==================== adsr_envelope
## config.mk

```make
export PLATFORM = sky130hd
export DESIGN_NAME = adsr_envelope
export DESIGN_NICKNAME = d
export VERILOG_FILES = /design/src/rtl/adsr_envelope.sv
export SDC_FILE = /design/constraint.sdc
export NUM_CORES = 1
export LEC_CHECK = 0
export ABC_AREA = 1
export CAP_MARGIN = 20
export CORE_UTILIZATION = 35
export DETAILED_ROUTE_END_ITERATION = 16
export PLACE_DENSITY = 0.6
export SLEW_MARGIN = 20
export SYNTH_ARGS = -nofsm -noshare
export SYNTH_HDL_FRONTEND = slang
export SYNTH_SLANG_ARGS = --single-unit
```

## constraint.sdc

```tcl
create_clock -name clk_i -period 4.4 [get_ports clk_i]
set_input_delay 0.88 -clock clk_i [delete_from_list [all_inputs] [get_ports clk_i]]
set_output_delay 0.88 -clock clk_i [all_outputs]
set_load 0.005 [all_outputs]
```

## src/rtl/adsr_envelope.sv

```systemverilog
// ADSR amplitude-envelope stage for a streaming oscillator path.
// Each accepted sample is multiplied by the current envelope gain. The same
// accept then advances the envelope state machine by exactly one step, so all
// envelope timing is counted in sample periods rather than clock cycles.
// A single output register provides a full-throughput valid/ready pipeline.

module adsr_envelope #(
  parameter int width_p     = 12,
  parameter int env_width_p = 8
) (
  input  logic                   clk_i,
  input  logic                   reset_ni,
  input  logic                   gate_i,
  input  logic [env_width_p-1:0] attack_rate_i,
  input  logic [env_width_p-1:0] decay_rate_i,
  input  logic [env_width_p-1:0] sustain_level_i,
  input  logic [env_width_p-1:0] release_rate_i,
  input  logic [width_p-1:0]     data_i,
  input  logic                   valid_i,
  output logic                   ready_o,
  output logic [width_p-1:0]     data_o,
  output logic                   valid_o,
  input  logic                   ready_i,
  output logic [env_width_p-1:0] env_o,
  output logic [2:0]             state_o
);

  // Product width: signed sample times a zero-extended (non-negative) gain.
  localparam int prod_w_lp = width_p + env_width_p + 1;

  localparam logic [env_width_p-1:0] env_max_lp  = {env_width_p{1'b1}};
  localparam logic [env_width_p-1:0] env_zero_lp = {env_width_p{1'b0}};

  typedef enum logic [2:0] {
    st_idle    = 3'd0,
    st_attack  = 3'd1,
    st_decay   = 3'd2,
    st_sustain = 3'd3,
    st_release = 3'd4
  } state_e;

  // Gain plus increment, computed one bit wider and clamped at full scale.
  function automatic logic [env_width_p-1:0] add_clamp(
    input logic [env_width_p-1:0] a,
    input logic [env_width_p-1:0] b
  );
    logic [env_width_p:0] sum;
    sum = {1'b0, a} + {1'b0, b};
    if (sum[env_width_p]) begin
      return env_max_lp;
    end else begin
      return sum[env_width_p-1:0];
    end
  endfunction

  // Gain minus decrement, computed one bit wider and clamped at a floor.
  // The top bit of the wide difference is the borrow (a < b).
  function automatic logic [env_width_p-1:0] sub_floor(
    input logic [env_width_p-1:0] a,
    input logic [env_width_p-1:0] b,
    input logic [env_width_p-1:0] floor_val
  );
    logic [env_width_p:0] diff;
    diff = {1'b0, a} - {1'b0, b};
    if (diff[env_width_p] || (diff[env_width_p-1:0] <= floor_val)) begin
      return floor_val;
    end else begin
      return diff[env_width_p-1:0];
    end
  endfunction

  // Signed sample times unsigned gain, arithmetic-shifted right by the gain
  // width. Both operands are widened to the full product width so the low
  // bits of an unsigned multiply equal the two's complement product; taking
  // the slice above the gain bits is a floor shift toward minus infinity.
  function automatic logic [width_p-1:0] scale(
    input logic [width_p-1:0]     sample,
    input logic [env_width_p-1:0] gain
  );
    logic [prod_w_lp-1:0] a_ext;
    logic [prod_w_lp-1:0] b_ext;
    logic [prod_w_lp-1:0] prod;
    a_ext = {{(prod_w_lp - width_p){sample[width_p-1]}}, sample};
    b_ext = {{(prod_w_lp - env_width_p){1'b0}}, gain};
    prod  = a_ext * b_ext;
    return prod[env_width_p +: width_p];
  endfunction

  state_e                 state_r;
  state_e                 state_nxt_s;
  logic [env_width_p-1:0] env_r;
  logic [env_width_p-1:0] env_nxt_s;
  logic [width_p-1:0]     data_r;
  logic [width_p-1:0]     data_nxt_s;
  logic                   valid_r;
  logic                   valid_nxt_s;
  logic                   ready_s;
  logic                   accept_s;

  // Candidate gains for each ramp, evaluated from the pre-update gain.
  logic [env_width_p-1:0] atk_val_s;
  logic [env_width_p-1:0] dec_val_s;
  logic [env_width_p-1:0] rel_val_s;

  assign atk_val_s = add_clamp(env_r, attack_rate_i);
  assign dec_val_s = sub_floor(env_r, decay_rate_i, sustain_level_i);
  assign rel_val_s = sub_floor(env_r, release_rate_i, env_zero_lp);

  // State register: advances only when the next-state logic says so.
  always_ff @(posedge clk_i or negedge reset_ni) begin
    if (!reset_ni) begin
      state_r <= st_idle;
    end else begin
      state_r <= state_nxt_s;
    end
  end

  // Next-state and next-gain logic; everything holds unless a sample is accepted.
  always_comb begin
    state_nxt_s = state_r;
    env_nxt_s   = env_r;
    if (accept_s) begin
      case (state_r)
        st_idle: begin
          env_nxt_s = env_zero_lp;
          if (gate_i) begin
            state_nxt_s = st_attack;
          end else begin
            state_nxt_s = st_idle;
          end
        end
        st_attack: begin
          if (!gate_i) begin
            state_nxt_s = st_release;
          end else begin
            env_nxt_s = atk_val_s;
            if (atk_val_s == env_max_lp) begin
              state_nxt_s = st_decay;
            end else begin
              state_nxt_s = st_attack;
            end
          end
        end
        st_decay: begin
          if (!gate_i) begin
            state_nxt_s = st_release;
          end else begin
            env_nxt_s = dec_val_s;
            if (dec_val_s == sustain_level_i) begin
              state_nxt_s = st_sustain;
            end else begin
              state_nxt_s = st_decay;
            end
          end
        end
        st_sustain: begin
          if (!gate_i) begin
            state_nxt_s = st_release;
          end else begin
            env_nxt_s   = sustain_level_i;
            state_nxt_s = st_sustain;
          end
        end
        st_release: begin
          if (gate_i) begin
            // Retrigger ramps up from wherever the release had reached.
            env_nxt_s = atk_val_s;
            if (atk_val_s == env_max_lp) begin
              state_nxt_s = st_decay;
            end else begin
              state_nxt_s = st_attack;
            end
          end else begin
            env_nxt_s = rel_val_s;
            if (rel_val_s == env_zero_lp) begin
              state_nxt_s = st_idle;
            end else begin
              state_nxt_s = st_release;
            end
          end
        end
        default: begin
          state_nxt_s = st_idle;
          env_nxt_s   = env_zero_lp;
        end
      endcase
    end else begin
      state_nxt_s = state_r;
      env_nxt_s   = env_r;
    end
  end

  // Handshake and output-register next values: load on accept, drain on ready.
  always_comb begin
    ready_s     = ~valid_r | ready_i;
    accept_s    = valid_i & ready_s;
    data_nxt_s  = data_r;
    valid_nxt_s = valid_r;
    if (accept_s) begin
      data_nxt_s  = scale(data_i, env_r);
      valid_nxt_s = 1'b1;
    end else if (ready_i) begin
      valid_nxt_s = 1'b0;
    end else begin
      valid_nxt_s = valid_r;
    end
  end

  // Datapath registers: scaled sample, its valid flag and the envelope gain.
  always_ff @(posedge clk_i or negedge reset_ni) begin
    if (!reset_ni) begin
      data_r  <= {width_p{1'b0}};
      valid_r <= 1'b0;
      env_r   <= env_zero_lp;
    end else begin
      data_r  <= data_nxt_s;
      valid_r <= valid_nxt_s;
      env_r   <= env_nxt_s;
    end
  end

  assign ready_o = ready_s;
  assign data_o  = data_r;
  assign valid_o = valid_r;
  assign env_o   = env_r;
  assign state_o = state_r;

endmodule

```

==================== btn_evt
===== src/rtl/btn_evt.sv =====
// Push-button event classifier: click, double click, long press, hold repeat.
// Define BTN_EVT_REPEAT_EN to enable auto-repeat pulses while held in LONG.
module btn_evt #(
    parameter int CNT_WIDTH  = 10,
    parameter int LONG_TICKS = 500,
    parameter int DBL_TICKS  = 250,
    parameter int RPT_TICKS  = 100
) (
    input  logic clk_i,
    input  logic rst_ni,
    input  logic btn_i,
    input  logic tick_i,
    output logic click_o,
    output logic dbl_o,
    output logic long_o,
    output logic held_o,
    output logic rpt_o
);

    typedef enum logic [2:0] {
        ARM,
        IDLE,
        PRESS1,
        WAIT2,
        PRESS2,
        LONG
    } state_e;

    localparam logic [CNT_WIDTH-1:0] LONG_LAST = CNT_WIDTH'(LONG_TICKS - 1);
    localparam logic [CNT_WIDTH-1:0] DBL_LAST  = CNT_WIDTH'(DBL_TICKS - 1);
    localparam logic [CNT_WIDTH-1:0] RPT_LAST  = CNT_WIDTH'(RPT_TICKS - 1);

    state_e               state_q, state_d;
    logic [CNT_WIDTH-1:0] cnt_q, cnt_d;
    logic                 click_d, dbl_d, long_d, held_d, rpt_d;

`ifndef BTN_EVT_REPEAT_EN
    logic unused_rpt;
    assign unused_rpt = ^RPT_LAST;
`endif

    always_comb begin
        state_d = state_q;
        cnt_d   = cnt_q;
        click_d = 1'b0;
        dbl_d   = 1'b0;
        long_d  = 1'b0;
        rpt_d   = 1'b0;
        unique case (state_q)
            ARM: begin
                if (!btn_i) state_d = IDLE;
            end
            IDLE: begin
                if (btn_i) state_d = PRESS1;
            end
            PRESS1: begin
                if (!btn_i) begin
                    state_d = WAIT2;
                end else if (tick_i) begin
                    if (cnt_q == LONG_LAST) begin
                        state_d = LONG;
                        long_d  = 1'b1;
                    end else begin
                        cnt_d = cnt_q + 1'b1;
                    end
                end
            end
            WAIT2: begin
                if (btn_i) begin
                    state_d = PRESS2;
                end else if (tick_i) begin
                    if (cnt_q == DBL_LAST) begin
                        state_d = IDLE;
                        click_d = 1'b1;
                    end else begin
                        cnt_d = cnt_q + 1'b1;
                    end
                end
            end
            PRESS2: begin
                if (!btn_i) begin
                    state_d = IDLE;
                    dbl_d   = 1'b1;
                end else if (tick_i) begin
                    // first press is still owed a click when the second goes long
                    if (cnt_q == LONG_LAST) begin
                        state_d = LONG;
                        click_d = 1'b1;
                        long_d  = 1'b1;
                    end else begin
                        cnt_d = cnt_q + 1'b1;
                    end
                end
            end
            LONG: begin
                if (!btn_i) begin
                    state_d = IDLE;
`ifdef BTN_EVT_REPEAT_EN
                end else if (tick_i) begin
                    if (cnt_q == RPT_LAST) begin
                        cnt_d = '0;
                        rpt_d = 1'b1;
                    end else begin
                        cnt_d = cnt_q + 1'b1;
                    end
`endif
                end
            end
            default: state_d = ARM;
        endcase
        if (state_d != state_q) cnt_d = '0;
        held_d = (state_d == LONG);
    end

    always_ff @(posedge clk_i) begin
        if (!rst_ni) begin
            state_q <= ARM;
            cnt_q   <= '0;
            click_o <= 1'b0;
            dbl_o   <= 1'b0;
            long_o  <= 1'b0;
            held_o  <= 1'b0;
            rpt_o   <= 1'b0;
        end else begin
            state_q <= state_d;
            cnt_q   <= cnt_d;
            click_o <= click_d;
            dbl_o   <= dbl_d;
            long_o  <= long_d;
            held_o  <= held_d;
            rpt_o   <= rpt_d;
        end
    end

endmodule


===== config.mk =====
export PLATFORM = sky130hd
export DESIGN_NAME = btn_evt
export DESIGN_NICKNAME = d
export VERILOG_FILES = /design/src/rtl/btn_evt.sv
export SDC_FILE = /design/constraint.sdc
export NUM_CORES = 1
export LEC_CHECK = 0
export ABC_AREA = 0
export CORE_MARGIN = 10
export CORE_UTILIZATION = 59
export CTS_CLUSTER_SIZE = 28
export DETAILED_ROUTE_END_ITERATION = 16
export PLACE_DENSITY_LB_ADDON = 0.3
export SYNTH_ARGS = -nofsm -noshare
export SYNTH_HDL_FRONTEND = slang
export SYNTH_SLANG_ARGS = --single-unit

===== constraint.sdc =====
create_clock -name clk_i -period 4.86 [get_ports clk_i]
set_input_delay 0.729 -clock clk_i [delete_from_list [all_inputs] [get_ports clk_i]]
set_output_delay 0.729 -clock clk_i [all_outputs]
set_load 0.005 [all_outputs]

### Routed metal per tile, adsr_envelope

Bar = 50 um. 28 x 28 tiles, from dark purple (low) to yellow (high), scaled to the fullest tile. Values are wire area over tile area, all layers added.
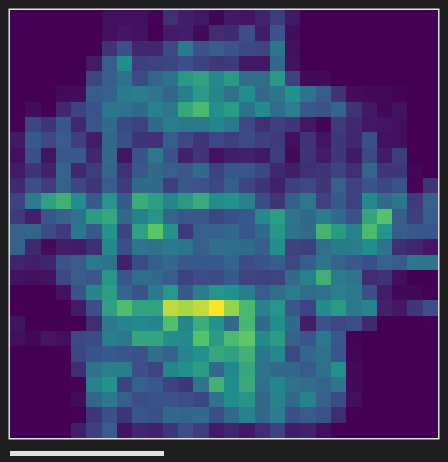
densest ninth of the die: bottom middle
fullest tile: 0.61
tiles over half the peak: 8.8%

==> impl_metrics.py, adsr_envelope <==
# Auto-generated metrics
metrics = {
    "power_and_ir_drop": {
        "power_density_nw_per_um2": 888,
        "seqPwrFrac_pct": 6.3,
        "p_comb_w": 0.00691,
    },
    "yosys": {
        "ys_area_um2": 6580,
        "top_area_share_pct": 23.7,
        "ys_top_cells_by_area": "fa_1 (24%), nand2_1 (15%), inv_1 (14%), ha_1 (13%), dfrtp_1 (9.1%)",
        "netlist_area_um2": 6580,
    },
    "outcome": {
        "violations": "DRC",
        "status": "finished with violations",
    },
    "placement": {
        "io_buffers": 73,
        "dp_slack_ns": -0.807,
    },
    "cells_and_area": {
        "design.seq.count": 24,
        "seqAreaFraction_pct": 7.07,
        "final_cell_mix": "nand2_1 (248), inv_1 (220), fa_1 (69)",
        "buffer_area_share_pct": 14.4,
        "register_area_um2": 604,
        "comb_share_pct": 63.1,
    },
    "final_timing": {
        "rsz0062_at_grt": "yes",
        "fin_hold_ws_ns": 0.489,
        "worst_pin_slew_ns": 0.809,
    },
    "floorplan": {
        "rows": 49,
        "die-width_um": 139,
        "ios": 74,
    },
    "flow_run": {
        "max-cap-violations": 0,
    },
    "route": {
        "drc_errors": 6,
    },
    "clock_tree": {
        "numCtsBuffers": 3,
        "hold_buffers": 0,
    },
    "worst_setup_path": {
        "slowest_delay_ns": 0.56,
        "worstPathCellList": "buf_6, nand2_1, inv_1, fa_2, fa_1, inv_2, fa_1, inv_2, fa_1, ha_4, a21oi_4, o21ai_1, a21oi_2, o21ai_2, a21oi_2, xor2_1, o21ai_1",
        "critPathTopFamily": "adder cells",
    },
}
==> adsr_envelope: flip-flops by register name (all words and copies together) (netlist names) <==
name / count
env_o: 8
valid_o: 1
data_o: 12
state_o: 3
==> adsr_envelope: routing by layer <==
layer | up-vias | global-route usage (%) | wire [um]
li1 | 3136 | - | -
met1 | 2910 | 26.5 | 8570
met2 | 117 | 30.5 | 7860
met3 | 6 | 1.52 | 703
met4 | 0 | 1.87 | 81
met5 | - | 0 | 0
### Routed metal per tile, btn_evt

Bar = 20 um. 12 x 12 tiles, from dark purple (low) to yellow (high), scaled to the fullest tile. Values are wire area over tile area, all layers added.
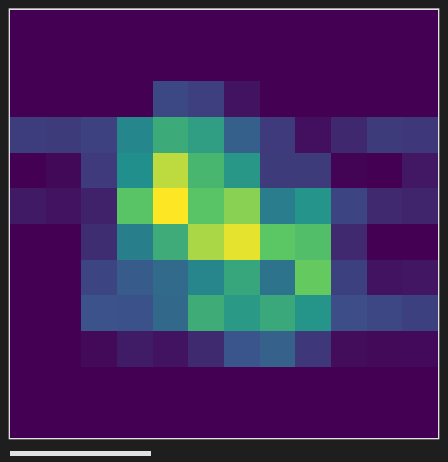
densest ninth of the die: middle
emptiest ninth of the die: top right
tiles over half the peak: 15%
fullest tile: 0.49
nearly empty tiles: 49%
mean over tiles: 0.083

### Met1 routing, btn_evt

Supply wires on this layer in gray.
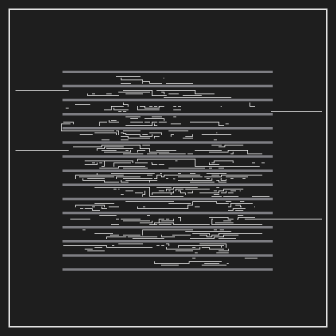
main direction: horizontal
nets with wire on the layer: 107
longest straight run: 14.7 um
share of all routed wire: 47%
wire length on this layer: 892 um

==> impl_metrics.py, btn_evt <==
# Auto-generated metrics
metrics = {
    "clock_tree": {
        "cts_sinks": 17,
        "cts_root_buf": "clkbuf_4",
        "numCtsBuffers": 3,
        "clkTransAtPathRegs_ns": 0.10,
    },
    "outcome": {
        "status": "finished clean",
    },
    "hold_path": {
        "whs_path_depth": 2,
    },
    "global_route": {
        "gr-usage-all-layers_pct": 11.0,
    },
    "placement": {
        "gp_congestion": 0.858,
        "io_buffers": 7,
        "dp_slack_ns": 2.02,
        "dp_hpwl_um": 1400,
    },
    "route": {
        "wl_per_cell_um": 15.1,
    },
    "yosys": {
        "synth_area_leader_cell": "dfxtp_1",
        "ys_cells": 107,
    },
    "floorplan": {
        "rows": 14,
    },
    "worst_setup_path": {
        "worstPathCellList": "clkdlybuf4s50_1, and2b_1, o2bb2ai_4, o211ai_4, or4_1, a21oi_1",
        "cp_data_required_time_ns": 5.09,
        "crit_cells": 6,
    },
    "power_and_ir_drop": {
        "combPwrFrac_pct": 8.0,
    },
    "cells_and_area": {
        "combGateArea_um2": 578,
    },
}
## btn_evt: worst reg2reg max path, stage by stage (launching register included)
cell	delay [ns]
dfxtp_1	0.42
nand4_2	0.18
or4b_4	0.59
o31ai_2	0.25
a221o_1	0.41
nor2_1	0.10
## btn_evt: registers in the layout, summed over array words and instances, names as in the netlist
signal	flops
cnt_q	10
state_q	3
click_o	1
dbl_o	1
held_o	1
long_o	1

==> layout pictures side by side <==
M2 wires.
panel A
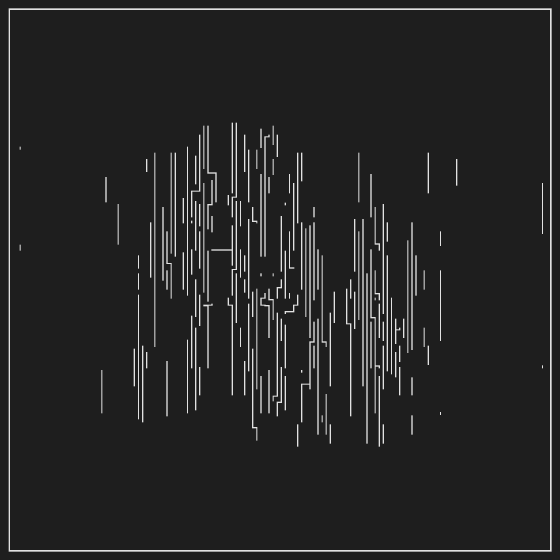
panel B
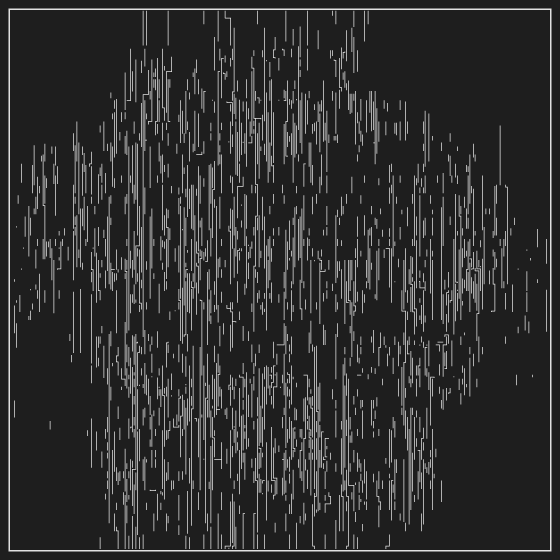
Panel B comes from adsr_envelope.
Panel A comes from btn_evt.



==> screenshots <==
Metal 3.
image #1
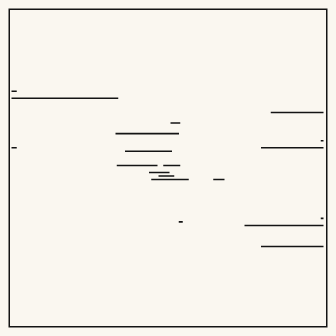
image #2
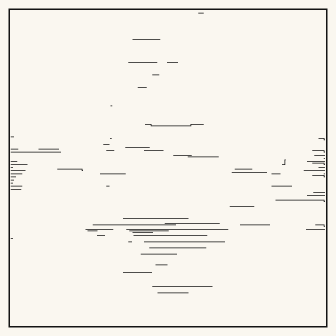
btn_evt: image #1
adsr_envelope: image #2

